==================== block 1
Fig. 1: block 1, PDN straps and rails
Bar = 50 um. Pins as bars on the die edge.
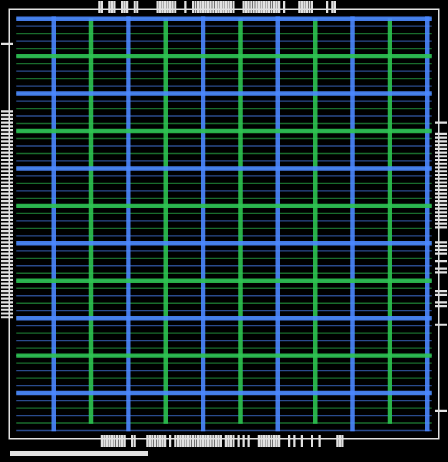

$ cat config.mk
export PLATFORM = sky130hd
export DESIGN_NAME = pipeline_debug_tx
export DESIGN_NICKNAME = d
export VERILOG_FILES = /design/src/rtl/pipeline_debug_tx.sv
export SDC_FILE = /design/constraint.sdc
export NUM_CORES = 1
export LEC_CHECK = 0
export CAP_MARGIN = 0
export CORE_MARGIN = 2
export CORE_UTILIZATION = 47
export CTS_CLUSTER_DIAMETER = 80
export CTS_CLUSTER_SIZE = 8
export DETAILED_ROUTE_END_ITERATION = 10
export MAX_ROUTING_LAYER = met4
export PLACE_DENSITY = 0.73
export SKIP_CTS_REPAIR_TIMING = 1
export SLEW_MARGIN = 10
export SYNTH_ARGS = -nofsm -noshare
export SYNTH_HDL_FRONTEND = slang
export SYNTH_SLANG_ARGS = --single-unit
$ cat constraint.sdc
create_clock -name clk -period 2.4 [get_ports clk]
set_input_delay 0.48 -clock clk [delete_from_list [all_inputs] [get_ports clk]]
set_output_delay 0.48 -clock clk [all_outputs]
set_load 0.005 [all_outputs]
$ cat src/rtl/pipeline_debug_tx.sv
// Serialises a snapshot of pipeline stage registers into a 27-byte framed byte stream
// (header, six 32-bit words MSB first, WB status, XOR checksum) over a valid/ready link.
module pipeline_debug_tx #(
    parameter logic [7:0] HEADER = 8'hA5
) (
    input  logic        clk,
    input  logic        reset_n,
    input  logic        capture,
    input  logic [31:0] PC_sumado_IF,
    input  logic [31:0] instruction_IF,
    input  logic [31:0] instruction_ID,
    input  logic [31:0] ALU_result_EX,
    input  logic [31:0] ALU_result_MEM,
    input  logic [31:0] Read_data_WB,
    input  logic [4:0]  Write_register_WB,
    input  logic        RegWrite_WB,
    input  logic        MemToReg_WB,
    input  logic        tx_ready,
    output logic [7:0]  tx_data,
    output logic        tx_valid,
    output logic        busy,
    output logic        overrun,
    output logic [7:0]  frame_count
);

    localparam logic [0:0] ST_IDLE = 1'b0;
    localparam logic [0:0] ST_SEND = 1'b1;

    localparam logic [4:0] LAST_IDX   = 5'd26;
    localparam logic [4:0] STATUS_IDX = 5'd25;
    localparam logic [4:0] WORDS_LAST = 5'd24;

    logic [0:0]  state_q, state_d;
    logic [4:0]  idx_q, idx_d;
    logic [7:0]  data_q, data_d;
    logic [7:0]  chk_q, chk_d;
    logic        overrun_q, overrun_d;
    logic [7:0]  fcount_q, fcount_d;
    logic        load_snap;

    logic [31:0] pc_q, ins_if_q, ins_id_q, alu_ex_q, alu_mem_q, rd_wb_q;
    logic [4:0]  wreg_q;
    logic        regwr_q, memtoreg_q;

    logic [31:0] snap_words [6];
    logic [7:0]  snap_bytes [24];
    logic [4:0]  next_idx;
    logic [4:0]  byte_sel;
    logic [7:0]  next_byte;

    // Snapshot only moves on an accepted capture, so the frame is immune to later input changes.
    always_ff @(posedge clk or negedge reset_n) begin
        if (!reset_n) begin
            pc_q       <= '0;
            ins_if_q   <= '0;
            ins_id_q   <= '0;
            alu_ex_q   <= '0;
            alu_mem_q  <= '0;
            rd_wb_q    <= '0;
            wreg_q     <= '0;
            regwr_q    <= 1'b0;
            memtoreg_q <= 1'b0;
        end else if (load_snap) begin
            pc_q       <= PC_sumado_IF;
            ins_if_q   <= instruction_IF;
            ins_id_q   <= instruction_ID;
            alu_ex_q   <= ALU_result_EX;
            alu_mem_q  <= ALU_result_MEM;
            rd_wb_q    <= Read_data_WB;
            wreg_q     <= Write_register_WB;
            regwr_q    <= RegWrite_WB;
            memtoreg_q <= MemToReg_WB;
        end
    end

    always_comb begin
        snap_words[0] = pc_q;
        snap_words[1] = ins_if_q;
        snap_words[2] = ins_id_q;
        snap_words[3] = alu_ex_q;
        snap_words[4] = alu_mem_q;
        snap_words[5] = rd_wb_q;
        for (int w = 0; w < 6; w++) begin
            for (int b = 0; b < 4; b++) begin
                snap_bytes[4*w+b] = snap_words[w][31-8*b -: 8];
            end
        end
    end

    assign next_idx = idx_q + 5'd1;
    assign byte_sel = idx_q;

    // tx_data is registered, so the byte after the current one is selected here.
    // chk_q holds the XOR of all bytes already sent; folding in data_q yields the checksum.
    always_comb begin
        next_byte = 8'h00;
        if (next_idx <= WORDS_LAST) begin
            next_byte = snap_bytes[byte_sel];
        end else if (next_idx == STATUS_IDX) begin
            next_byte = {regwr_q, memtoreg_q, 1'b0, wreg_q};
        end else if (next_idx == LAST_IDX) begin
            next_byte = chk_q ^ data_q;
        end
    end

    always_comb begin
        state_d   = state_q;
        idx_d     = idx_q;
        data_d    = data_q;
        chk_d     = chk_q;
        overrun_d = overrun_q;
        fcount_d  = fcount_q;
        load_snap = 1'b0;
        case (state_q)
            ST_IDLE: begin
                if (capture) begin
                    load_snap = 1'b1;
                    idx_d     = 5'd0;
                    data_d    = HEADER;
                    chk_d     = 8'h00;
                    overrun_d = 1'b0;
                    state_d   = ST_SEND;
                end
            end
            ST_SEND: begin
                if (capture) begin
                    overrun_d = 1'b1;
                end
                if (tx_ready) begin
                    if (idx_q == LAST_IDX) begin
                        state_d  = ST_IDLE;
                        idx_d    = 5'd0;
                        data_d   = 8'h00;
                        fcount_d = fcount_q + 8'd1;
                    end else begin
                        idx_d  = next_idx;
                        data_d = next_byte;
                        chk_d  = chk_q ^ data_q;
                    end
                end
            end
            default: state_d = ST_IDLE;
        endcase
    end

    always_ff @(posedge clk or negedge reset_n) begin
        if (!reset_n) begin
            state_q   <= ST_IDLE;
            idx_q     <= 5'd0;
            data_q    <= 8'h00;
            chk_q     <= 8'h00;
            overrun_q <= 1'b0;
            fcount_q  <= 8'h00;
        end else begin
            state_q   <= state_d;
            idx_q     <= idx_d;
            data_q    <= data_d;
            chk_q     <= chk_d;
            overrun_q <= overrun_d;
            fcount_q  <= fcount_d;
        end
    end

    assign tx_valid    = (state_q == ST_SEND);
    assign busy        = (state_q == ST_SEND);
    assign tx_data     = data_q;
    assign overrun     = overrun_q;
    assign frame_count = fcount_q;

endmodule

==================== block 2
$ cat src/rtl/riscv_pkg.sv
// Shared pipeline types: control bundle, result-source encodings, bubble counter helper.
package riscv_pkg;

  localparam int unsigned BUBBLE_W = 16;

  typedef enum logic [1:0] {
    RES_ALU  = 2'b00,
    RES_LOAD = 2'b01,
    RES_PC4  = 2'b10
  } result_src_e;

  typedef struct packed {
    logic        reg_write;
    logic        mem_write;
    result_src_e result_src;
    logic [3:0]  alu_ctrl;
    logic        alu_src;
    logic        branch;
    logic        jump;
  } ctrl_t;

  // Control word that has no architectural side effect.
  localparam ctrl_t CTRL_NOP = '{
    reg_write:  1'b0,
    mem_write:  1'b0,
    result_src: RES_ALU,
    alu_ctrl:   4'h0,
    alu_src:    1'b0,
    branch:     1'b0,
    jump:       1'b0
  };

  // Increment that sticks at all-ones instead of wrapping.
  function automatic logic [BUBBLE_W-1:0] sat_inc(input logic [BUBBLE_W-1:0] v);
    return (&v) ? v : v + BUBBLE_W'(1);
  endfunction

endpackage

$ cat src/rtl/id_ex_stage_if.sv
// Decode-to-execute pipeline register bus: decode inputs, write-back port, controls, execute view.
interface id_ex_stage_if #(
  parameter int unsigned DATA_WIDTH    = 32,
  parameter int unsigned ADDRESS_WIDTH = 5
) ();
  import riscv_pkg::*;

  // decode slot
  logic                     d_valid;
  logic [DATA_WIDTH-1:0]    d_pc;
  logic [DATA_WIDTH-1:0]    d_pc_plus4;
  logic [DATA_WIDTH-1:0]    d_imm;
  logic [ADDRESS_WIDTH-1:0] d_rs1;
  logic [ADDRESS_WIDTH-1:0] d_rs2;
  logic [ADDRESS_WIDTH-1:0] d_rd;
  logic [DATA_WIDTH-1:0]    d_rd1;
  logic [DATA_WIDTH-1:0]    d_rd2;
  ctrl_t                    d_ctrl;

  // same-cycle register-file write port
  logic                     wb_we;
  logic [ADDRESS_WIDTH-1:0] wb_rd;
  logic [DATA_WIDTH-1:0]    wb_wd;

  // pipeline control
  logic                     flush;
  logic                     ext_stall;

  // execute view
  logic                     e_valid;
  logic [DATA_WIDTH-1:0]    e_pc;
  logic [DATA_WIDTH-1:0]    e_pc_plus4;
  logic [DATA_WIDTH-1:0]    e_imm;
  logic [ADDRESS_WIDTH-1:0] e_rs1;
  logic [ADDRESS_WIDTH-1:0] e_rs2;
  logic [ADDRESS_WIDTH-1:0] e_rd;
  logic [DATA_WIDTH-1:0]    e_rd1;
  logic [DATA_WIDTH-1:0]    e_rd2;
  ctrl_t                    e_ctrl;
  logic                     load_use_stall;
  logic [BUBBLE_W-1:0]      bubble_count;

  modport master (
    output d_valid, d_pc, d_pc_plus4, d_imm, d_rs1, d_rs2, d_rd, d_rd1, d_rd2, d_ctrl,
    output wb_we, wb_rd, wb_wd, flush, ext_stall,
    input  e_valid, e_pc, e_pc_plus4, e_imm, e_rs1, e_rs2, e_rd, e_rd1, e_rd2, e_ctrl,
    input  load_use_stall, bubble_count
  );

  modport slave (
    input  d_valid, d_pc, d_pc_plus4, d_imm, d_rs1, d_rs2, d_rd, d_rd1, d_rd2, d_ctrl,
    input  wb_we, wb_rd, wb_wd, flush, ext_stall,
    output e_valid, e_pc, e_pc_plus4, e_imm, e_rs1, e_rs2, e_rd, e_rd1, e_rd2, e_ctrl,
    output load_use_stall, bubble_count
  );

endinterface

$ cat src/rtl/hazard_detect.sv
// Load-use hazard: instruction in decode reads the register a load in execute has not produced yet.
module hazard_detect
  import riscv_pkg::*;
#(
  parameter int unsigned ADDRESS_WIDTH = 5
) (
  input  logic                     d_valid,
  input  logic [ADDRESS_WIDTH-1:0] d_rs1,
  input  logic [ADDRESS_WIDTH-1:0] d_rs2,
  input  logic                     e_valid,
  input  result_src_e              e_result_src,
  input  logic [ADDRESS_WIDTH-1:0] e_rd,
  input  logic                     flush,
  output logic                     load_use_stall
);

  // A flush kills the decode slot, so there is nothing left to protect.
  assign load_use_stall = !flush && d_valid && e_valid &&
                          (e_result_src == RES_LOAD) &&
                          (e_rd != '0) &&
                          ((e_rd == d_rs1) || (e_rd == d_rs2));

endmodule

$ cat src/rtl/id_ex_stage.sv
// ID/EX pipeline register with write-back bypass, load-use bubbles, flush and external hold.
module id_ex_stage
  import riscv_pkg::*;
#(
  parameter int unsigned DATA_WIDTH    = 32,
  parameter int unsigned ADDRESS_WIDTH = 5
) (
  input  logic         clk,
  input  logic         reset,
  id_ex_stage_if.slave bus
);

  logic                     e_valid_q,      e_valid_d;
  ctrl_t                    e_ctrl_q,       e_ctrl_d;
  logic [DATA_WIDTH-1:0]    e_pc_q,         e_pc_d;
  logic [DATA_WIDTH-1:0]    e_pc_plus4_q,   e_pc_plus4_d;
  logic [DATA_WIDTH-1:0]    e_imm_q,        e_imm_d;
  logic [ADDRESS_WIDTH-1:0] e_rs1_q,        e_rs1_d;
  logic [ADDRESS_WIDTH-1:0] e_rs2_q,        e_rs2_d;
  logic [ADDRESS_WIDTH-1:0] e_rd_q,         e_rd_d;
  logic [DATA_WIDTH-1:0]    e_rd1_q,        e_rd1_d;
  logic [DATA_WIDTH-1:0]    e_rd2_q,        e_rd2_d;
  logic [BUBBLE_W-1:0]      bubble_count_q, bubble_count_d;

  logic lu_stall;
  logic wb_live;
  logic byp_d1, byp_d2;
  logic byp_e1, byp_e2;

  hazard_detect #(
    .ADDRESS_WIDTH (ADDRESS_WIDTH)
  ) u_hazard_detect (
    .d_valid        (bus.d_valid),
    .d_rs1          (bus.d_rs1),
    .d_rs2          (bus.d_rs2),
    .e_valid        (e_valid_q),
    .e_result_src   (e_ctrl_q.result_src),
    .e_rd           (e_rd_q),
    .flush          (bus.flush),
    .load_use_stall (lu_stall)
  );

  // Write-back matches: against decode sources on capture, against held sources while stalled.
  always_comb begin
    wb_live = bus.wb_we && (bus.wb_rd != '0);
    byp_d1  = wb_live && (bus.wb_rd == bus.d_rs1);
    byp_d2  = wb_live && (bus.wb_rd == bus.d_rs2);
    byp_e1  = wb_live && (bus.wb_rd == e_rs1_q);
    byp_e2  = wb_live && (bus.wb_rd == e_rs2_q);
  end

  // Next-state selection: flush > ext_stall > load-use bubble > capture.
  always_comb begin
    e_valid_d      = e_valid_q;
    e_ctrl_d       = e_ctrl_q;
    e_pc_d         = e_pc_q;
    e_pc_plus4_d   = e_pc_plus4_q;
    e_imm_d        = e_imm_q;
    e_rs1_d        = e_rs1_q;
    e_rs2_d        = e_rs2_q;
    e_rd_d         = e_rd_q;
    e_rd1_d        = e_rd1_q;
    e_rd2_d        = e_rd2_q;
    bubble_count_d = bubble_count_q;

    if (bus.flush) begin
      e_valid_d = 1'b0;
      e_ctrl_d  = CTRL_NOP;
    end else if (bus.ext_stall) begin
      // Held operands would otherwise go stale if their register is written now.
      if (byp_e1) e_rd1_d = bus.wb_wd;
      if (byp_e2) e_rd2_d = bus.wb_wd;
    end else if (lu_stall) begin
      // Data fields are left as they were; only valid/control matter for a bubble.
      e_valid_d      = 1'b0;
      e_ctrl_d       = CTRL_NOP;
      bubble_count_d = sat_inc(bubble_count_q);
    end else begin
      e_valid_d    = bus.d_valid;
      e_ctrl_d     = bus.d_ctrl;
      e_pc_d       = bus.d_pc;
      e_pc_plus4_d = bus.d_pc_plus4;
      e_imm_d      = bus.d_imm;
      e_rs1_d      = bus.d_rs1;
      e_rs2_d      = bus.d_rs2;
      e_rd_d       = bus.d_rd;
      e_rd1_d      = byp_d1 ? bus.wb_wd : bus.d_rd1;
      e_rd2_d      = byp_d2 ? bus.wb_wd : bus.d_rd2;
    end
  end

  // Pipeline register state.
  always_ff @(posedge clk or posedge reset) begin
    if (reset) begin
      e_valid_q      <= 1'b0;
      e_ctrl_q       <= CTRL_NOP;
      e_pc_q         <= '0;
      e_pc_plus4_q   <= '0;
      e_imm_q        <= '0;
      e_rs1_q        <= '0;
      e_rs2_q        <= '0;
      e_rd_q         <= '0;
      e_rd1_q        <= '0;
      e_rd2_q        <= '0;
      bubble_count_q <= '0;
    end else begin
      e_valid_q      <= e_valid_d;
      e_ctrl_q       <= e_ctrl_d;
      e_pc_q         <= e_pc_d;
      e_pc_plus4_q   <= e_pc_plus4_d;
      e_imm_q        <= e_imm_d;
      e_rs1_q        <= e_rs1_d;
      e_rs2_q        <= e_rs2_d;
      e_rd_q         <= e_rd_d;
      e_rd1_q        <= e_rd1_d;
      e_rd2_q        <= e_rd2_d;
      bubble_count_q <= bubble_count_d;
    end
  end

  assign bus.e_valid        = e_valid_q;
  assign bus.e_ctrl         = e_ctrl_q;
  assign bus.e_pc           = e_pc_q;
  assign bus.e_pc_plus4     = e_pc_plus4_q;
  assign bus.e_imm          = e_imm_q;
  assign bus.e_rs1          = e_rs1_q;
  assign bus.e_rs2          = e_rs2_q;
  assign bus.e_rd           = e_rd_q;
  assign bus.e_rd1          = e_rd1_q;
  assign bus.e_rd2          = e_rd2_q;
  assign bus.bubble_count   = bubble_count_q;
  assign bus.load_use_stall = lu_stall;

endmodule
$ cat src/flat_wrapper.sv
// flat-port wrapper written by rule: the top's interface ports become plain ports
module id_ex_stage_flat import riscv_pkg::*;
#(
  parameter int unsigned DATA_WIDTH    = 32,
  parameter int unsigned ADDRESS_WIDTH = 5
)
  (clk, reset, bus_d_valid, bus_d_pc, bus_d_pc_plus4, bus_d_imm, bus_d_rs1, bus_d_rs2, bus_d_rd, bus_d_rd1, bus_d_rd2, bus_d_ctrl, bus_wb_we, bus_wb_rd, bus_wb_wd, bus_flush, bus_ext_stall, bus_e_valid, bus_e_pc, bus_e_pc_plus4, bus_e_imm, bus_e_rs1, bus_e_rs2, bus_e_rd, bus_e_rd1, bus_e_rd2, bus_e_ctrl, bus_load_use_stall, bus_bubble_count);
  id_ex_stage_if #(.DATA_WIDTH(DATA_WIDTH), .ADDRESS_WIDTH(ADDRESS_WIDTH)) bus_i ();
  input  logic clk;
  input  logic reset;
  input wire logic [$bits(bus_i.d_valid)-1:0] bus_d_valid;
  input wire logic [$bits(bus_i.d_pc)-1:0] bus_d_pc;
  input wire logic [$bits(bus_i.d_pc_plus4)-1:0] bus_d_pc_plus4;
  input wire logic [$bits(bus_i.d_imm)-1:0] bus_d_imm;
  input wire logic [$bits(bus_i.d_rs1)-1:0] bus_d_rs1;
  input wire logic [$bits(bus_i.d_rs2)-1:0] bus_d_rs2;
  input wire logic [$bits(bus_i.d_rd)-1:0] bus_d_rd;
  input wire logic [$bits(bus_i.d_rd1)-1:0] bus_d_rd1;
  input wire logic [$bits(bus_i.d_rd2)-1:0] bus_d_rd2;
  input wire logic [$bits(bus_i.d_ctrl)-1:0] bus_d_ctrl;
  input wire logic [$bits(bus_i.wb_we)-1:0] bus_wb_we;
  input wire logic [$bits(bus_i.wb_rd)-1:0] bus_wb_rd;
  input wire logic [$bits(bus_i.wb_wd)-1:0] bus_wb_wd;
  input wire logic [$bits(bus_i.flush)-1:0] bus_flush;
  input wire logic [$bits(bus_i.ext_stall)-1:0] bus_ext_stall;
  output wire logic [$bits(bus_i.e_valid)-1:0] bus_e_valid;
  output wire logic [$bits(bus_i.e_pc)-1:0] bus_e_pc;
  output wire logic [$bits(bus_i.e_pc_plus4)-1:0] bus_e_pc_plus4;
  output wire logic [$bits(bus_i.e_imm)-1:0] bus_e_imm;
  output wire logic [$bits(bus_i.e_rs1)-1:0] bus_e_rs1;
  output wire logic [$bits(bus_i.e_rs2)-1:0] bus_e_rs2;
  output wire logic [$bits(bus_i.e_rd)-1:0] bus_e_rd;
  output wire logic [$bits(bus_i.e_rd1)-1:0] bus_e_rd1;
  output wire logic [$bits(bus_i.e_rd2)-1:0] bus_e_rd2;
  output wire logic [$bits(bus_i.e_ctrl)-1:0] bus_e_ctrl;
  output wire logic [$bits(bus_i.load_use_stall)-1:0] bus_load_use_stall;
  output wire logic [$bits(bus_i.bubble_count)-1:0] bus_bubble_count;
  assign bus_i.d_valid = bus_d_valid;
  assign bus_i.d_pc = bus_d_pc;
  assign bus_i.d_pc_plus4 = bus_d_pc_plus4;
  assign bus_i.d_imm = bus_d_imm;
  assign bus_i.d_rs1 = bus_d_rs1;
  assign bus_i.d_rs2 = bus_d_rs2;
  assign bus_i.d_rd = bus_d_rd;
  assign bus_i.d_rd1 = bus_d_rd1;
  assign bus_i.d_rd2 = bus_d_rd2;
  assign bus_i.d_ctrl = bus_d_ctrl;
  assign bus_i.wb_we = bus_wb_we;
  assign bus_i.wb_rd = bus_wb_rd;
  assign bus_i.wb_wd = bus_wb_wd;
  assign bus_i.flush = bus_flush;
  assign bus_i.ext_stall = bus_ext_stall;
  assign bus_e_valid = bus_i.e_valid;
  assign bus_e_pc = bus_i.e_pc;
  assign bus_e_pc_plus4 = bus_i.e_pc_plus4;
  assign bus_e_imm = bus_i.e_imm;
  assign bus_e_rs1 = bus_i.e_rs1;
  assign bus_e_rs2 = bus_i.e_rs2;
  assign bus_e_rd = bus_i.e_rd;
  assign bus_e_rd1 = bus_i.e_rd1;
  assign bus_e_rd2 = bus_i.e_rd2;
  assign bus_e_ctrl = bus_i.e_ctrl;
  assign bus_load_use_stall = bus_i.load_use_stall;
  assign bus_bubble_count = bus_i.bubble_count;
  id_ex_stage #(.DATA_WIDTH(DATA_WIDTH), .ADDRESS_WIDTH(ADDRESS_WIDTH)) u_core (.clk(clk), .reset(reset), .bus(bus_i));
endmodule
$ cat config.mk
export PLATFORM = sky130hd
export DESIGN_NAME = id_ex_stage_flat
export DESIGN_NICKNAME = d
export VERILOG_FILES = /design/src/rtl/riscv_pkg.sv /design/src/rtl/id_ex_stage_if.sv /design/src/rtl/hazard_detect.sv /design/src/rtl/id_ex_stage.sv /design/src/flat_wrapper.sv
export SDC_FILE = /design/constraint.sdc
export NUM_CORES = 1
export LEC_CHECK = 0
export ABC_AREA = 0
export ABC_CLOCK_PERIOD_IN_PS = 15000
export CORE_AREA = 2 2 167 169
export CTS_CLUSTER_DIAMETER = 50
export CTS_CLUSTER_SIZE = 16
export DETAILED_ROUTE_END_ITERATION = 7
export DIE_AREA = 0 0 169 171
export DONT_BUFFER_PORTS = 1
export HOLD_SLACK_MARGIN = 0.08
export PLACE_DENSITY_LB_ADDON = 0.12
export SLEW_MARGIN = 40
export SYNTH_ARGS = -nofsm -noshare
export SYNTH_HDL_FRONTEND = slang
export SYNTH_SLANG_ARGS = --single-unit
$ cat constraint.sdc
create_clock -name clk -period 15 [get_ports clk]
set_input_delay 1.5 -clock clk [delete_from_list [all_inputs] [get_ports clk]]
set_output_delay 1.5 -clock clk [all_outputs]
set_load 0.02 [all_outputs]
==================== block 3
### src/rtl/hamming_pkg.sv
// Shared SECDED (16,11) definitions for the Hamming encoder and decoder.
// Combinational only: no clock, no latency, no flow control.
// Codeword is indexed [16:1]: parity at 1,2,4,8, overall parity at 16, data elsewhere.
package hamming_pkg;

    localparam int CODE_W = 16;
    localparam int DATA_W = 11;

    // Parity bit positions within the [16:1] codeword.
    localparam int P1_POS   = 1;
    localparam int P2_POS   = 2;
    localparam int P4_POS   = 4;
    localparam int P8_POS   = 8;
    localparam int PALL_POS = 16;

    // Codeword position of data bit D(i+1), i = 0..10.
    localparam int DATA_POS [DATA_W] = '{3, 5, 6, 7, 9, 10, 11, 12, 13, 14, 15};

    function automatic logic [CODE_W:1] hamming_encode(input logic [DATA_W-1:0] data);
        logic [CODE_W:1] c;
        c = '0;
        for (int i = 0; i < DATA_W; i++) begin
            c[DATA_POS[i]] = data[i];
        end
        // data[k] is D(k+1)
        c[P1_POS] = data[0] ^ data[1] ^ data[3] ^ data[4] ^ data[6] ^ data[8] ^ data[10];
        c[P2_POS] = data[0] ^ data[2] ^ data[3] ^ data[5] ^ data[6] ^ data[9] ^ data[10];
        c[P4_POS] = data[1] ^ data[2] ^ data[3] ^ data[7] ^ data[8] ^ data[9] ^ data[10];
        c[P8_POS] = data[4] ^ data[5] ^ data[6] ^ data[7] ^ data[8] ^ data[9] ^ data[10];
        // Overall bit makes the full 16-bit word even parity.
        c[PALL_POS] = ^c[CODE_W-1:1];
        return c;
    endfunction

endpackage

### src/rtl/hamming_fifo.sv
// Generic DEPTH x W synchronous FIFO with synchronous active-high reset.
// Latency: a pushed word is readable (empty_o=0) the cycle after the push edge.
// Backpressure: push ignored while full, pop ignored while empty; flags are registered-state only.
// Ports: clk, rst; push_i/wdata_i write side; pop_i/rdata_o read side; full_o, empty_o status.
module hamming_fifo #(
    parameter int DEPTH = 2,
    parameter int W     = 16
) (
    input  logic         clk,
    input  logic         rst,
    input  logic         push_i,
    input  logic [W-1:0] wdata_i,
    input  logic         pop_i,
    output logic [W-1:0] rdata_o,
    output logic         full_o,
    output logic         empty_o
);

    localparam int PW = $clog2(DEPTH);
    localparam int CW = PW + 1;
    localparam logic [PW-1:0] PTR_ONE  = PW'(1);
    localparam logic [CW-1:0] CNT_ONE  = CW'(1);
    localparam logic [CW-1:0] CNT_FULL = CW'(DEPTH);

    logic [W-1:0]  mem_q [DEPTH];
    logic [PW-1:0] wr_ptr_q, wr_ptr_d;
    logic [PW-1:0] rd_ptr_q, rd_ptr_d;
    logic [CW-1:0] cnt_q, cnt_d;
    logic          push_ok;
    logic          pop_ok;

    assign full_o  = (cnt_q == CNT_FULL);
    assign empty_o = (cnt_q == '0);
    assign push_ok = push_i && !full_o;
    assign pop_ok  = pop_i && !empty_o;

    // Head is forced to zero when empty so the read port has a defined reset value
    // without clearing the storage array.
    assign rdata_o = empty_o ? '0 : mem_q[rd_ptr_q];

    always_comb begin
        wr_ptr_d = wr_ptr_q;
        rd_ptr_d = rd_ptr_q;
        cnt_d    = cnt_q;
        // Pointers wrap naturally since DEPTH is a power of two.
        if (push_ok) wr_ptr_d = wr_ptr_q + PTR_ONE;
        if (pop_ok)  rd_ptr_d = rd_ptr_q + PTR_ONE;
        case ({push_ok, pop_ok})
            2'b10:   cnt_d = cnt_q + CNT_ONE;
            2'b01:   cnt_d = cnt_q - CNT_ONE;
            default: cnt_d = cnt_q;
        endcase
    end

    always_ff @(posedge clk) begin
        if (rst) begin
            wr_ptr_q <= '0;
            rd_ptr_q <= '0;
            cnt_q    <= '0;
        end else begin
            wr_ptr_q <= wr_ptr_d;
            rd_ptr_q <= rd_ptr_d;
            cnt_q    <= cnt_d;
        end
    end

    always_ff @(posedge clk) begin
        if (push_ok) mem_q[wr_ptr_q] <= wdata_i;
    end

endmodule

### src/rtl/hamming_encoder_stream.sv
// Streaming SECDED encoder: 11-bit words in, 16-bit extended-Hamming codewords out via a FIFO.
// Latency: one cycle from input accept to out_valid when the FIFO is empty; one word/cycle throughput.
// Backpressure: in_ready = !full from registered occupancy only, never combinational on out_ready.
// Ports: clk, rst (sync, active-high); in_data/in_valid/in_ready upstream; out_code/out_valid/
// out_ready downstream; word_count = codewords handed off since reset (wraps silently).
// Option HAMMING_ERR_INJECT_EN: adds inj_mask (XORed into the codeword at accept) and
// inj_count (accepted words with a non-zero mask).
module hamming_encoder_stream
    import hamming_pkg::*;
#(
    parameter int FIFO_DEPTH = 2,
    parameter int COUNT_W    = 16
) (
    input  logic               clk,
    input  logic               rst,
    input  logic [10:0]        in_data,
    input  logic               in_valid,
    output logic               in_ready,
    output logic [16:1]        out_code,
    output logic               out_valid,
    input  logic               out_ready,
    output logic [COUNT_W-1:0] word_count
`ifdef HAMMING_ERR_INJECT_EN
    ,
    input  logic [16:1]        inj_mask,
    output logic [COUNT_W-1:0] inj_count
`endif
);

    localparam logic [COUNT_W-1:0] CNT_ONE = COUNT_W'(1);

    logic              full;
    logic              empty;
    logic              push;
    logic              pop;
    logic [CODE_W:1]   code_d;
    logic [COUNT_W-1:0] word_count_q, word_count_d;

    assign in_ready  = !full;
    assign out_valid = !empty;
    assign push      = in_valid && in_ready;
    assign pop       = out_valid && out_ready;

`ifdef HAMMING_ERR_INJECT_EN
    logic [COUNT_W-1:0] inj_count_q, inj_count_d;

    assign code_d      = hamming_encode(in_data) ^ inj_mask;
    assign inj_count_d = (push && (inj_mask != '0)) ? inj_count_q + CNT_ONE : inj_count_q;
    assign inj_count   = inj_count_q;

    always_ff @(posedge clk) begin
        if (rst) inj_count_q <= '0;
        else     inj_count_q <= inj_count_d;
    end
`else
    assign code_d = hamming_encode(in_data);
`endif

    assign word_count_d = pop ? word_count_q + CNT_ONE : word_count_q;
    assign word_count   = word_count_q;

    always_ff @(posedge clk) begin
        if (rst) word_count_q <= '0;
        else     word_count_q <= word_count_d;
    end

    hamming_fifo #(
        .DEPTH (FIFO_DEPTH),
        .W     (CODE_W)
    ) u_fifo (
        .clk     (clk),
        .rst     (rst),
        .push_i  (push),
        .wdata_i (code_d),
        .pop_i   (pop),
        .rdata_o (out_code),
        .full_o  (full),
        .empty_o (empty)
    );

endmodule

### config.mk
export PLATFORM = sky130hd
export DESIGN_NAME = hamming_encoder_stream
export DESIGN_NICKNAME = d
export VERILOG_FILES = /design/src/rtl/hamming_pkg.sv /design/src/rtl/hamming_fifo.sv /design/src/rtl/hamming_encoder_stream.sv
export SDC_FILE = /design/constraint.sdc
export NUM_CORES = 1
export LEC_CHECK = 0
export CAP_MARGIN = 20
export CORE_UTILIZATION = 35
export DETAILED_ROUTE_END_ITERATION = 8
export PLACE_DENSITY = 0.67
export SYNTH_ARGS = -nofsm -noshare
export SYNTH_HDL_FRONTEND = slang
export SYNTH_SLANG_ARGS = --single-unit
### constraint.sdc
create_clock -name clk -period 4.85 [get_ports clk]
set_clock_uncertainty 0.05 [all_clocks]
set_input_delay 0.97 -clock clk [delete_from_list [all_inputs] [get_ports clk]]
set_output_delay 0.97 -clock clk [all_outputs]
set_load 0.01 [all_outputs]
Fig. 2: block 1, placement density heat map
Bar = 50 um. The die is cut into 16 by 16 equal tiles; black is low, pale yellow is high, 0 to 100% covered.
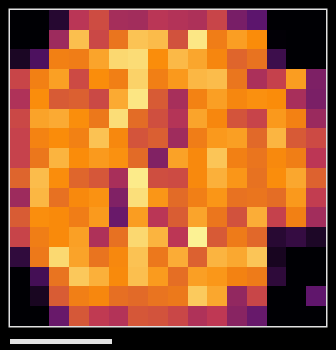
mean over tiles: 58%
nearly empty tiles: 9.8%
emptiest ninth of the die: south-east
tiles over 75% full: 31%
fullest tile: 97%
Initial Utilization: 0.478
core footprint: 22600 um2
final core occ: 0.638

## Picture notes: Fig. 1
| colour | net |
|---|---|
| blue | VSS |
| green | VDD |
met1 rails: 56
met4 straps: 11
rows: 55
signal pins: 222
Die X: 155 um
die height: 155 um
Max VDD drop: 0.492 mV

==> notes.md, block 1 <==
run results: outcome=complete, no violations, Leading cell kind=sequential cells, routability cong.=0.837, xor/xnor share=0.0138, Root Buffer=clkbuf_16, Hold EP=frame_count[7]$_DFFE_PN0P_, cell breakdown of the critical path=buf_12 -> buf_4 -> and3_1 -> a221oi_1 -> o221ai_1 -> and3_1 -> o31ai_2, Non-clock inverters=6, CTS Buffer Depth=3, H-tree Lvls=2, kind of critical path=reg -> reg, GR Util met1=0.322, post-route DRC violation count=0, crit-path most repeated cell=and3_1, Non-clock buffers=268, io pins=222, detailed-route via count=7015, Comb power frac=0.240, synth-to-layout area growth=33.6%, Top-area cell share=0.534, met2 wire len=12.5 mm, post-synthesis cell count=716, Sw Share=0.273, Critical path buffers and inverters=2, Least-Margin Pin Slew=0.513 ns, largest net degree at the start of global routing=68
-- block 1: power by group through the flow --
stage	registers (mW)	clock network [mW]	logic (mW)
floorplan	4.76	0	1.84
global route	4.96	4.45	3.08
CTS	4.91	4.27	2.82
global placement	4.94	0	2.75
detailed placement	4.96	0	2.80
finish	4.89	4.17	2.86
-- block 1: synth_stat cells, types with 4 or more instances --
library cell	instances
dfrtp_1	230
mux2_2	209
buf_2	25
mux4_2	23
o21ai_0	22
mux4_1	17
mux2i_1	16
nand2_1	15
nor2_1	14
a221oi_1	11
xor2_1	11
and3_1	9
a22o_1	8
o221ai_1	8
a22oi_1	7
buf_6	6
clkbuf_1	6
ha_1	6
inv_1	6
xnor2_1	6
buf_4	5
nand3_1	5
a21o_1	4
and3b_1	4
buf_12	4
nor2b_1	4
o31ai_1	4
-- block 1: stage by stage --
step	util	worst slack, ns	area (um2)
detailed placement	0.593	0.0652	13400
floorplan	-	0.189	10800
finish	0.638	0.168	14400
global placement	0.593	0.101	13400
CTS	0.634	0.0521	14300
global route	0.638	0.0661	14400
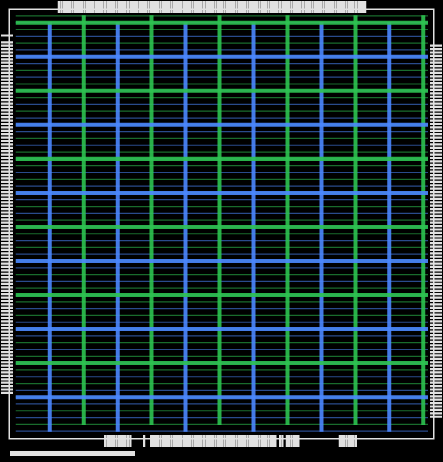
Fig. 3. PDN straps and rails (block 2).
Bar = 50 um. Pins as bars on the die edge.
| colour | net |
|---|---|
| green | VDD |
| blue | VSS |
met4 straps: 12
met1 rails: 62
Die X: 169 um
Max VDD drop: 0.0850 mV
die height: 171 um
core footprint: 27300 um2

==> notes.md, block 2 <==
run results: LEAKAGE=4.48 nW, total CTS buffers=25, outcome=complete, no violations, PD cells=147 nW/um2, global-route wire length before repair=35.1 mm, Worst Path Max Fanout=27, syn avg cell area=14.9 um2, post-synth top area cell=dfrtp_1, clk sinks=203, Initial Utilization=0.344, detailed-route via count=5163, power in sequential cells=793 uW, Synth top cell by count=dfrtp_1, Worst-path clk slew=0.06 ns, Worst Setup End Kind=primary output, Yosys reg bits=203
==> block 2: metal layers <==
layer / GRT usage / vias up / part of all wire
li1: - / 2224 / -
met1: 0.169 / 2631 / 0.36
met2: 0.292 / 274 / 0.53
met3: 0.0574 / 34 / 0.094
met4: 0.0427 / 0 / 0.019
met5: 0 / - / 0
==> block 2: stage by stage <==
step           area [um2]  power, mW  hold WS, ns  worst slack (ns)  std cells
2_1_floorplan        9390      0.911        0.590              7.96        632
3_3_place_gp         9580      0.952        0.629              9.83        945
3_5_place_dp         9630      0.956        0.629             10.76        947
4_1_cts             10400       1.56        0.644             10.75        992
5_1_grt             10500       1.61        0.654             10.67        992
6_report            10500       1.54        0.641             10.77        992
==> block 2: final cells by class <==
cell class	count	area [um2]	area share
timing repair buffer	8	97.6	0.00933
clock inverter	18	173	0.0165
sequential	203	5080	0.486
tap	346	433	0.0414
multi-input combinational	386	4000	0.382
inverter	4	30.0	0.00287
clock buffer	27	643	0.0615
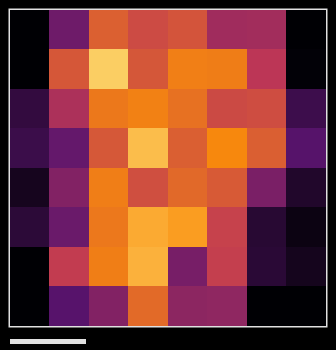
Fig. 4. Placement density heat map (block 3).
Bar = 20 um. The die is cut into 8 by 8 equal tiles; black is low, pale yellow is high, 0 to 100% covered.
fullest tile: 89%
emptiest ninth of the die: south-east
nearly empty tiles: 13%
tiles over 75% full: 7.8%
mean over tiles: 42%

==> notes.md, block 3 <==
run results: outcome=complete, no violations, comb pwr=495 uW, met3 WL post-DR=147 um, cell breakdown of the critical path=mux2i_1 -> nor2_1 -> clkdlybuf4s50_1, Tcrit/Tclk final=0.650, vias in the first global route=1523, final core occ=0.471, CTS tree=built, Unique cell types=28, Nets=262, routability cong.=0.718, drt total wl=4.24 mm, syn avg cell area=11.9 um2, worst reg2reg path endpoint=u_fifo.cnt_q[1]$_SDFFE_PP0P_, post-synth top area cell=edfxtp_1, Sw Share=0.299, crit path time final=3.15 ns, PD cells=476 nW/um2, most numerous logic cell after layout=clkdlybuf4s50_1, met2 wire len=2.10 mm, ys async rst share=0, Critical path buffers and inverters=1, Latency at later pin=0.30 ns, die height=83.1 um, Max VDD drop=0.222 mV, most frequent cells after synthesis=nor2_1, edfxtp_1, dfxtp_1, xnor2_1, mux2i_1, area of placed instances=2870 um2
## block 3: cell families after synthesis
| logic type | after synthesis | synth area share |
|---|---|---|
| multiplexers | 18 | 0.0787 |
| buffers and inverters | 10 | 0.0168 |
| XOR/XNOR | 33 | 0.125 |
| flip-flops | 53 | 0.599 |
| AND/OR/NAND/NOR | 64 | 0.133 |
| AND-OR/OR-AND | 14 | 0.0358 |
| adder cells (fa/ha/maj) | 2 | 0.0109 |
## block 3: sequential cells by signal, summed over array words and instances, names as in the netlist, named ones only
register and flops:
u_fifo.mem_q 32, word_count 16, u_fifo.cnt_q 2, u_fifo.rd_ptr_q 1, u_fifo.wr_ptr_q 1
## block 3: per-stage QoR
stage	hold WS, ns	std cells
detailed placement	0.448	315
floorplan	0.422	194
CTS	0.461	323
finish	0.456	323
global placement	0.422	315
global route	0.503	323
## block 3: layer usage
layer / global-route usage / vias to the layer above
met5: 0 / -
met4: 0.0470 / 0
met3: 0.0348 / 6
met2: 0.222 / 32
met1: 0.153 / 735
li1: - / 777
## block 3: area by class of cell
cell class	count	area, um2
multi-input cells	131	885
repair buffers	50	495
clock inverters	2	37.5
flip-flops and latches	53	1380
inverters	4	15.0
clock buffers	6	82.6
fillers	581	3360
well taps	77	96.3

==> layout pictures side by side <==
Placement by cell class.
shot_01.png
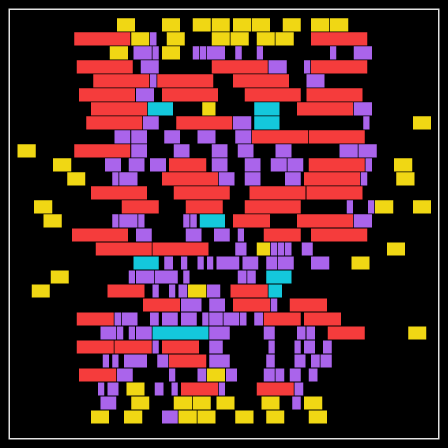
shot_02.png
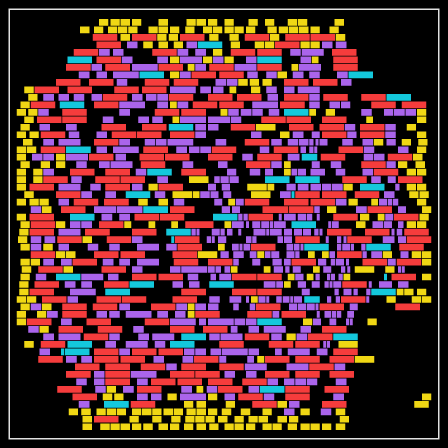
shot_03.png
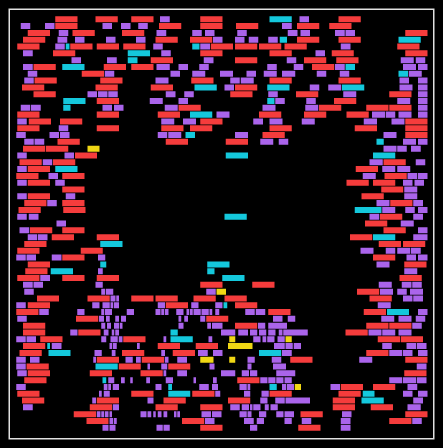
shot_03.png comes from block 2.
shot_02.png comes from block 1.
shot_01.png comes from block 3.
The one with the highest utilization is shot_02.png.
The one with the lowest utilization is shot_03.png.

Key to shot_01.png:
| colour | class | cells | share of their area |
|---|---|---|---|
| yellow | other buffers and delay cells | 50 | 17% |
| cyan | clock drivers and dummy loads | 8 | 4.1% |
| red | flip-flops | 53 | 48% |
| purple | all other logic | 135 | 31% |


==================== block 4
Fig. 5: block 4, PDN straps and rails
Bar = 20 um. Pins as bars on the die edge.
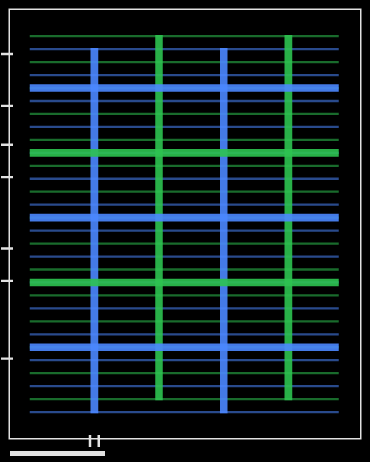

$ cat src/rtl/sound_pkg.sv
// sound_pkg: shared state encoding, sound-type codes and default timing constants
// for the sound event controller.
package sound_pkg;

    typedef enum logic [1:0] {
        ST_IDLE = 2'd0,
        ST_PLAY = 2'd1,
        ST_GAP  = 2'd2
    } state_t;

    // Codes double as bit indices into the pending and enable vectors.
    typedef enum logic [1:0] {
        BOUNCE = 2'd0,
        BRICK  = 2'd1,
        LOSE   = 2'd2
    } snd_t;

    localparam int unsigned DEF_DUR_BOUNCE = 2000000;
    localparam int unsigned DEF_DUR_BRICK  = 1500000;
    localparam int unsigned DEF_DUR_LOSE   = 5000000;
    localparam int unsigned DEF_GAP        = 100000;

    function automatic logic [2:0] en_of(snd_t s);
        return 3'b001 << s;
    endfunction

endpackage

$ cat src/rtl/sound_edge_det.sv
// sound_edge_det: registers a level and flags its rising edge.
// Ports:
//   clk10 - clock
//   rst   - asynchronous active-high reset (clears the history register)
//   level - level input, synchronous to clk10
//   pulse - high for one cycle when level is high and was low last cycle
module sound_edge_det (
    input  logic clk10,
    input  logic rst,
    input  logic level,
    output logic pulse
);

    logic prev;

    always_ff @(posedge clk10 or posedge rst)
        if (rst) prev <= 1'b0;
        else     prev <= level;

    assign pulse = level & ~prev;

endmodule

$ cat src/rtl/sound_event_ctrl.sv
// sound_event_ctrl: turns game event levels into prioritised, timed sound enables.
// Ports:
//   clk10                - clock
//   rst                  - asynchronous active-high reset
//   ev_bounce/brick/lose - event levels, synchronous to clk10
//   Sound_EN1/2/3        - registered enables for bounce/brick/lose tone generators
//   busy                 - registered, high while playing or in the silence gap
module sound_event_ctrl
    import sound_pkg::*;
#(
    parameter int unsigned DUR_BOUNCE = DEF_DUR_BOUNCE,
    parameter int unsigned DUR_BRICK  = DEF_DUR_BRICK,
    parameter int unsigned DUR_LOSE   = DEF_DUR_LOSE,
    parameter int unsigned GAP        = DEF_GAP
) (
    input  logic clk10,
    input  logic rst,
    input  logic ev_bounce,
    input  logic ev_brick,
    input  logic ev_lose,
    output logic Sound_EN1,
    output logic Sound_EN2,
    output logic Sound_EN3,
    output logic busy
);

    logic [2:0]  ev_edge;
    logic [2:0]  pend;
    logic [2:0]  clr;
    logic [2:0]  en;
    logic [23:0] cnt;
    logic [23:0] load;
    logic        preempt;
    logic        take;
    state_t      state;
    snd_t        cur;
    snd_t        sel;

    sound_edge_det u_det_bounce (.clk10(clk10), .rst(rst), .level(ev_bounce), .pulse(ev_edge[BOUNCE]));
    sound_edge_det u_det_brick  (.clk10(clk10), .rst(rst), .level(ev_brick),  .pulse(ev_edge[BRICK]));
    sound_edge_det u_det_lose   (.clk10(clk10), .rst(rst), .level(ev_lose),   .pulse(ev_edge[LOSE]));

    // Preemption works off the registered pending bit, so a lose edge aborts
    // a lower-priority sound one cycle after it is detected.
    always_comb begin
        sel     = pend[LOSE] ? LOSE : pend[BRICK] ? BRICK : BOUNCE;
        load    = sel == LOSE  ? 24'(DUR_LOSE - 1)
                : sel == BRICK ? 24'(DUR_BRICK - 1)
                :                24'(DUR_BOUNCE - 1);
        preempt = state == ST_PLAY && cur != LOSE && pend[LOSE];
        take    = (state == ST_IDLE && |pend) || preempt;
        clr     = take ? en_of(sel) : 3'b000;
    end

    always_ff @(posedge clk10 or posedge rst)
        if (rst) begin
            state <= ST_IDLE;
            cur   <= BOUNCE;
            cnt   <= '0;
            pend  <= '0;
            en    <= '0;
            busy  <= 1'b0;
        end else begin
            // A new edge on a bit being cleared this cycle keeps it pending.
            pend <= (pend & ~clr) | ev_edge;
            if (take) begin
                state <= ST_PLAY;
                cur   <= sel;
                cnt   <= load;
                en    <= en_of(sel);
                busy  <= 1'b1;
            end else if (state == ST_PLAY) begin
                if (cnt == '0) begin
                    state <= ST_GAP;
                    cnt   <= 24'(GAP - 1);
                    en    <= '0;
                end else begin
                    cnt <= cnt - 24'd1;
                end
            end else if (state == ST_GAP) begin
                if (cnt == '0) begin
                    state <= ST_IDLE;
                    busy  <= 1'b0;
                end else begin
                    cnt <= cnt - 24'd1;
                end
            end
        end

    assign Sound_EN1 = en[BOUNCE];
    assign Sound_EN2 = en[BRICK];
    assign Sound_EN3 = en[LOSE];

endmodule

$ cat config.mk
export PLATFORM = sky130hd
export DESIGN_NAME = sound_event_ctrl
export DESIGN_NICKNAME = d
export VERILOG_FILES = /design/src/rtl/sound_pkg.sv /design/src/rtl/sound_edge_det.sv /design/src/rtl/sound_event_ctrl.sv
export SDC_FILE = /design/constraint.sdc
export NUM_CORES = 1
export LEC_CHECK = 0
export CORE_ASPECT_RATIO = 1.25
export CORE_MARGIN = 4
export CORE_UTILIZATION = 40
export CTS_CLUSTER_DIAMETER = 60
export DETAILED_ROUTE_END_ITERATION = 16
export SETUP_SLACK_MARGIN = 0.05
export SLEW_MARGIN = 15
export SYNTH_ARGS = -nofsm -noshare
export SYNTH_HDL_FRONTEND = slang
export SYNTH_SLANG_ARGS = --single-unit
$ cat constraint.sdc
create_clock -name clk10 -period 3.8 [get_ports clk10]
set_input_delay 0.76 -clock clk10 [delete_from_list [all_inputs] [get_ports clk10]]
set_output_delay 0.76 -clock clk10 [all_outputs]
set_load 0.02 [all_outputs]
==================== block 5
--- src/rtl/mem_wb_skid_buffer.sv ---
// mem_wb_skid_buffer
//   MEM/WB pipeline register with a valid/ready handshake and a 2-entry skid.
//   The buffer carries read data, ALU result, destination index and WB control
//   from MEM to WB. in_ready comes only from a register, so WB back-pressure
//   never forms a combinational path back into MEM.
//
// Ports
//   clk        rising-edge clock
//   rst        synchronous active-high reset (clears flags, data and stall_cnt)
//   flush      drops both held entries and the incoming beat
//   in_valid   / in_ready    upstream handshake
//   in_rdata, in_alu, in_mux5, in_wb   upstream beat fields
//   out_valid  / out_ready   downstream handshake
//   out_rdata, out_alu, out_mux5, out_wb   main-entry fields (out_wb optionally
//                                          masked while out_valid=0)
//   stall_cnt  saturating count of cycles with out_valid=1 and out_ready=0
module mem_wb_skid_buffer #(
  parameter int unsigned DATA_W            = 32,
  parameter int unsigned REG_W             = 5,
  parameter int unsigned WB_W              = 2,
  parameter bit          MASK_WB_ON_BUBBLE = 1'b1,
  parameter int unsigned CNT_W             = 16
) (
  input  logic              clk,
  input  logic              rst,
  input  logic              flush,
  input  logic              in_valid,
  output logic              in_ready,
  input  logic [DATA_W-1:0] in_rdata,
  input  logic [DATA_W-1:0] in_alu,
  input  logic [REG_W-1:0]  in_mux5,
  input  logic [WB_W-1:0]   in_wb,
  output logic              out_valid,
  input  logic              out_ready,
  output logic [DATA_W-1:0] out_rdata,
  output logic [DATA_W-1:0] out_alu,
  output logic [REG_W-1:0]  out_mux5,
  output logic [WB_W-1:0]   out_wb,
  output logic [CNT_W-1:0]  stall_cnt
);

  typedef struct packed {
    logic [DATA_W-1:0] rdata;
    logic [DATA_W-1:0] alu;
    logic [REG_W-1:0]  mux5;
    logic [WB_W-1:0]   wb;
  } entry_t;

  localparam logic [CNT_W-1:0] CntOne = {{(CNT_W-1){1'b0}}, 1'b1};
  localparam logic [CNT_W-1:0] CntMax = {CNT_W{1'b1}};

  entry_t           main_q, main_d;
  entry_t           skid_q, skid_d;
  logic             main_v_q, main_v_d;
  logic             skid_v_q, skid_v_d;
  logic [CNT_W-1:0] stall_cnt_q, stall_cnt_d;

  entry_t in_beat;
  logic   accept;
  logic   deliver;

  assign in_beat = '{rdata: in_rdata, alu: in_alu, mux5: in_mux5, wb: in_wb};
  assign in_ready = ~skid_v_q;
  assign accept   = in_valid & in_ready;
  assign deliver  = main_v_q & out_ready;

  always_comb begin
    main_d      = main_q;
    skid_d      = skid_q;
    main_v_d    = main_v_q;
    skid_v_d    = skid_v_q;
    stall_cnt_d = stall_cnt_q;

    if (flush) begin
      // Data fields are left stale; only the flags matter after a flush.
      main_v_d = 1'b0;
      skid_v_d = 1'b0;
    end else begin
      if (main_v_q && !out_ready && (stall_cnt_q != CntMax)) begin
        stall_cnt_d = stall_cnt_q + CntOne;
      end

      if (!main_v_q || (deliver && !skid_v_q)) begin
        // Main is free this cycle: take the incoming beat directly.
        main_v_d = accept;
        if (accept) begin
          main_d = in_beat;
        end
      end else if (deliver) begin
        // Skid is full here, so in_ready=0 and no accept can collide.
        main_d   = skid_q;
        skid_v_d = 1'b0;
      end else if (!skid_v_q && accept) begin
        // Main is stalled; park the beat in the skid entry.
        skid_d   = in_beat;
        skid_v_d = 1'b1;
      end
    end
  end

  always_ff @(posedge clk) begin
    if (rst) begin
      main_q      <= '0;
      skid_q      <= '0;
      main_v_q    <= 1'b0;
      skid_v_q    <= 1'b0;
      stall_cnt_q <= '0;
    end else begin
      main_q      <= main_d;
      skid_q      <= skid_d;
      main_v_q    <= main_v_d;
      skid_v_q    <= skid_v_d;
      stall_cnt_q <= stall_cnt_d;
    end
  end

  assign out_valid = main_v_q;
  assign out_rdata = main_q.rdata;
  assign out_alu   = main_q.alu;
  assign out_mux5  = main_q.mux5;
  // Masking WB control on a bubble guarantees no register-file write from it.
  assign out_wb    = (MASK_WB_ON_BUBBLE && !main_v_q) ? '0 : main_q.wb;
  assign stall_cnt = stall_cnt_q;

endmodule
--- config.mk ---
export PLATFORM = sky130hd
export DESIGN_NAME = mem_wb_skid_buffer
export DESIGN_NICKNAME = d
export VERILOG_FILES = /design/src/rtl/mem_wb_skid_buffer.sv
export SDC_FILE = /design/constraint.sdc
export NUM_CORES = 1
export LEC_CHECK = 0
export CORE_MARGIN = 2
export CORE_UTILIZATION = 43
export DETAILED_ROUTE_END_ITERATION = 6
export PLACE_DENSITY = 0.68
export SLEW_MARGIN = 20
export SYNTH_ARGS = -nofsm -noshare
export SYNTH_HDL_FRONTEND = slang
export SYNTH_SLANG_ARGS = --single-unit
--- constraint.sdc ---
create_clock -name clk -period 2.5 [get_ports clk]
set_clock_uncertainty 0.2 [all_clocks]
set_input_delay 0.5 -clock clk [delete_from_list [all_inputs] [get_ports clk]]
set_output_delay 0.5 -clock clk [all_outputs]
set_load 0.005 [all_outputs]
Fig. 6: block 4, routing congestion map
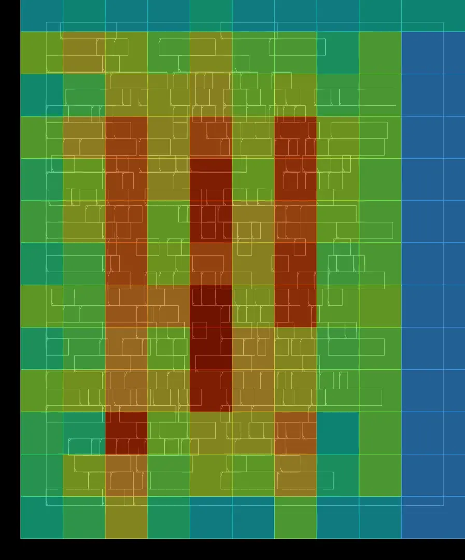
final core occ: 0.463
met3 GRT Util: 0.0313
WL/cell: 16.5 um
GR Util met2: 0.268

About Fig. 5:
| colour | net |
|---|---|
| blue | VSS |
| green | VDD |
met5 straps: 5
met1 rails: 30

==> notes.md, block 4 <==
run results: mapped cell area=2140 um2, all-layer global routing usage=0.168, family with the most delay on the worst path=simple AND/OR/NAND/NOR gates, Taps Inserted=62, Die X=73.5 um, gr busiest metal=met2, met2 wire len=2.49 mm, Syn. warnings=0, outcome=complete, no violations, Post-synth EDFFs=0, R2R Setup Slk=0.57 ns, routability cong.=0.835, ANT cells=0, Worst slew margin=0.393, Log Warnings=27, flop count=38, most numerous logic cell after layout=dfrtp_1, PD cells=294 nW/um2, top routing layer in use=met4, Unique cell types=47, Critical path buffers and inverters=1, Setup violations, final=0
block 4: cell usage after synthesis (2+ instances only):
cell type / n / area [um2]
dfrtp_1: 38 / 951
a31oi_1: 24 / 150
inv_1: 19 / 71.3
nand2_1: 17 / 63.8
nor3_1: 14 / 70.1
nor2_1: 13 / 48.8
o22ai_1: 12 / 75.1
nor4_1: 9 / 56.3
a21oi_1: 7 / 35.0
clkbuf_1: 7 / 26.3
buf_2: 6 / 30.0
or3_1: 6 / 37.5
or4_1: 6 / 45.0
a21o_1: 5 / 37.5
nand2b_1: 5 / 31.3
nand3_1: 3 / 15.0
nand4_1: 3 / 18.8
o21ai_0: 3 / 15.0
o22a_1: 3 / 26.3
o31ai_1: 3 / 22.5
a21boi_0: 2 / 15.0
a41oi_1: 2 / 17.5
and3_1: 2 / 12.5
buf_6: 2 / 22.5
ha_1: 2 / 25.0
mux2i_1: 2 / 20.0
o21a_1: 2 / 15.0
o2bb2a_1: 2 / 20.0
block 4: power by group:
| group | internal [mW] | switching (mW) |
|---|---|---|
| Sequential | 0.406 | 0.000412 |
| Combinational | 0.00454 | 0.00893 |
| Clock | 0.140 | 0.137 |
| Total | 0.550 | 0.147 |
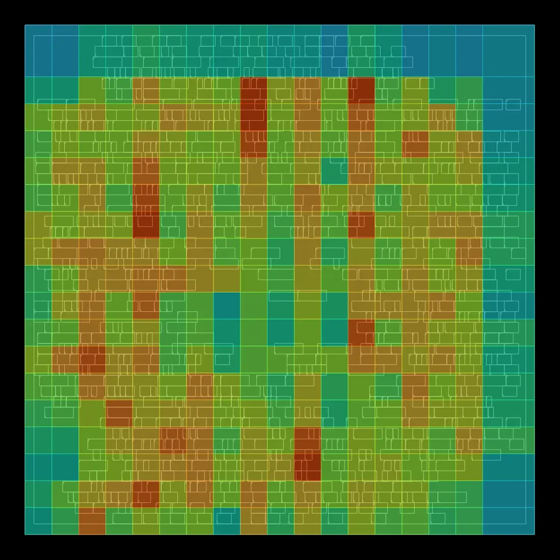
Fig. 7. Routing congestion map (block 5).
GR Util met1: 0.248
GR Util met2: 0.285
final core occ: 0.580

==> notes.md, block 5 <==
run results: chip footprint=17000 um2, post-synthesis cell count=795, Worst slew margin=0.587, worst reg2reg path endpoint=stall_cnt[15]$_SDFFE_PP0P_, Critical path buffers and inverters=1, Final Non-Filler Cells=1115, hold path start=skid_q[5]$_SDFFE_PP0P_, drt first-iter violations=292, most numerous logic cell after layout=clkdlybuf4s50_1, largest register by flop count=skid_q, Worst Path Max Fanout=9, Min-Delay Path Depth=2, antenna-violating nets left=0, Root Buffer=clkbuf_16, Setup crit start=out_valid$_SDFFE_PP0P_, Synth Seq Share=0.465, hold_buf cts=0, ANT cells=0, # Cells Yosys=795, post-synth top area cell=dfxtp_1, mapped cell area=6890 um2, DR pass1 iterations=4, RSZ-0062 raised after global routing=false, kind of critical path=reg -> out, routability cong.=0.755, outcome=complete, no violations, port bufs=164, share of cells above drive strength 1=0.0812, Final Hold Vio Count=0
block 5: stage by stage:
step	hold slack, ns	setup WS, ns
3_5_place_dp	0.246	-0.0101
4_1_cts	0.254	0.0663
2_1_floorplan	0.236	0.521
6_report	0.251	0.122
3_3_place_gp	0.240	0.0195
5_1_grt	0.268	0.0284
block 5: area by class of cell:
class / count / area, um2
inverters: 3 / 11.3
multi-input cells: 507 / 2970
well taps: 216 / 270
flip-flops and latches: 160 / 3200
fillers: 1408 / 6630
repair buffers: 197 / 2090
clock buffers: 23 / 498
clock inverters: 9 / 105
block 5: routing by layer:
| metal | wire, um | part of all wire | GRT usage |
|---|---|---|---|
| met1 | 7410 | 0.47 | 0.248 |
| met2 | 7170 | 0.46 | 0.285 |
| met3 | 873 | 0.056 | 0.0468 |
| met4 | 204 | 0.013 | 0.0638 |
| met5 | 0 | 0 | 0 |
block 5: power breakdown:
part           total [mW]  switching (mW)  internal, mW
logic               0.642           0.265         0.378
registers            2.69          0.0515          2.64
clock network        2.61            1.01          1.60
total                5.94            1.33          4.62
block 5: worst min-delay path: stages, from the launching register on:
cell,delay (ns)
dfxtp_1,0.31
nand2_1,0.05
a21oi_1,0.05


==> layout pictures side by side <==
Port wiring.
picture 1
Bar = 20 um.
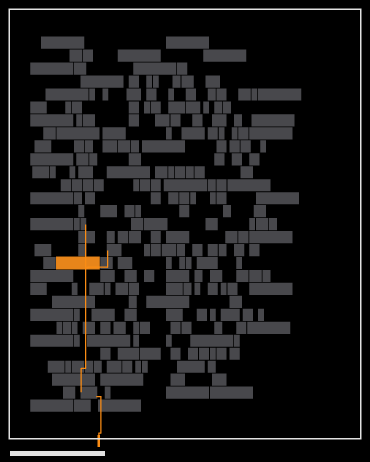
picture 2
Bar = 50 um.
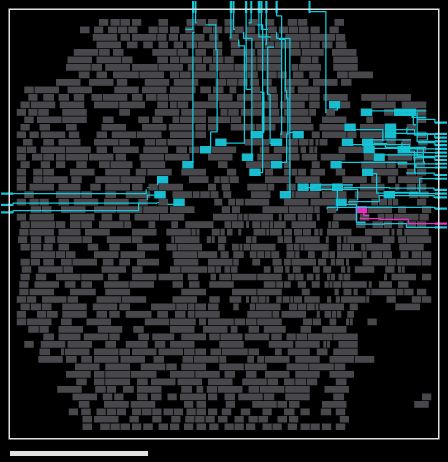
picture 3
Bar = 50 um.
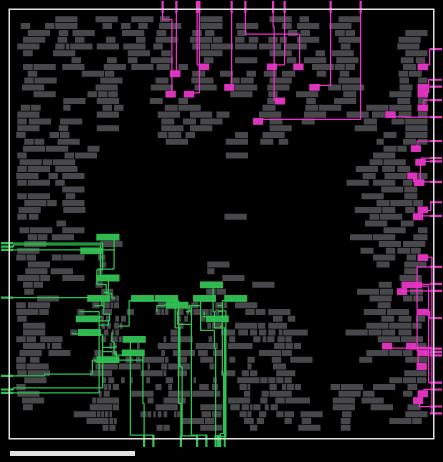
picture 4
Bar = 50 um.
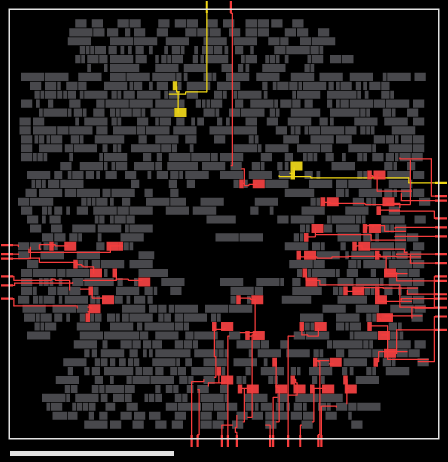
picture 5
Bar = 20 um.
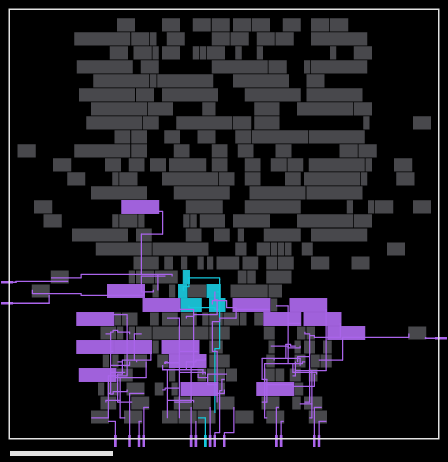
| picture | from |
|---|---|
| picture 5 | block 3 |
| picture 1 | block 4 |
| picture 4 | block 5 |
| picture 2 | block 1 |
| picture 3 | block 2 |
- largest die: picture 3

Key to picture 4:
| colour | port | direction | end cells | buffers | wire |
|---|---|---|---|---|---|
| red | in_rdata | input | 64 | 32 | 1120 um |
| yellow | in_wb | input | 4 | 2 | 100 um |

Power is estimated from default activity; no workload was simulated.
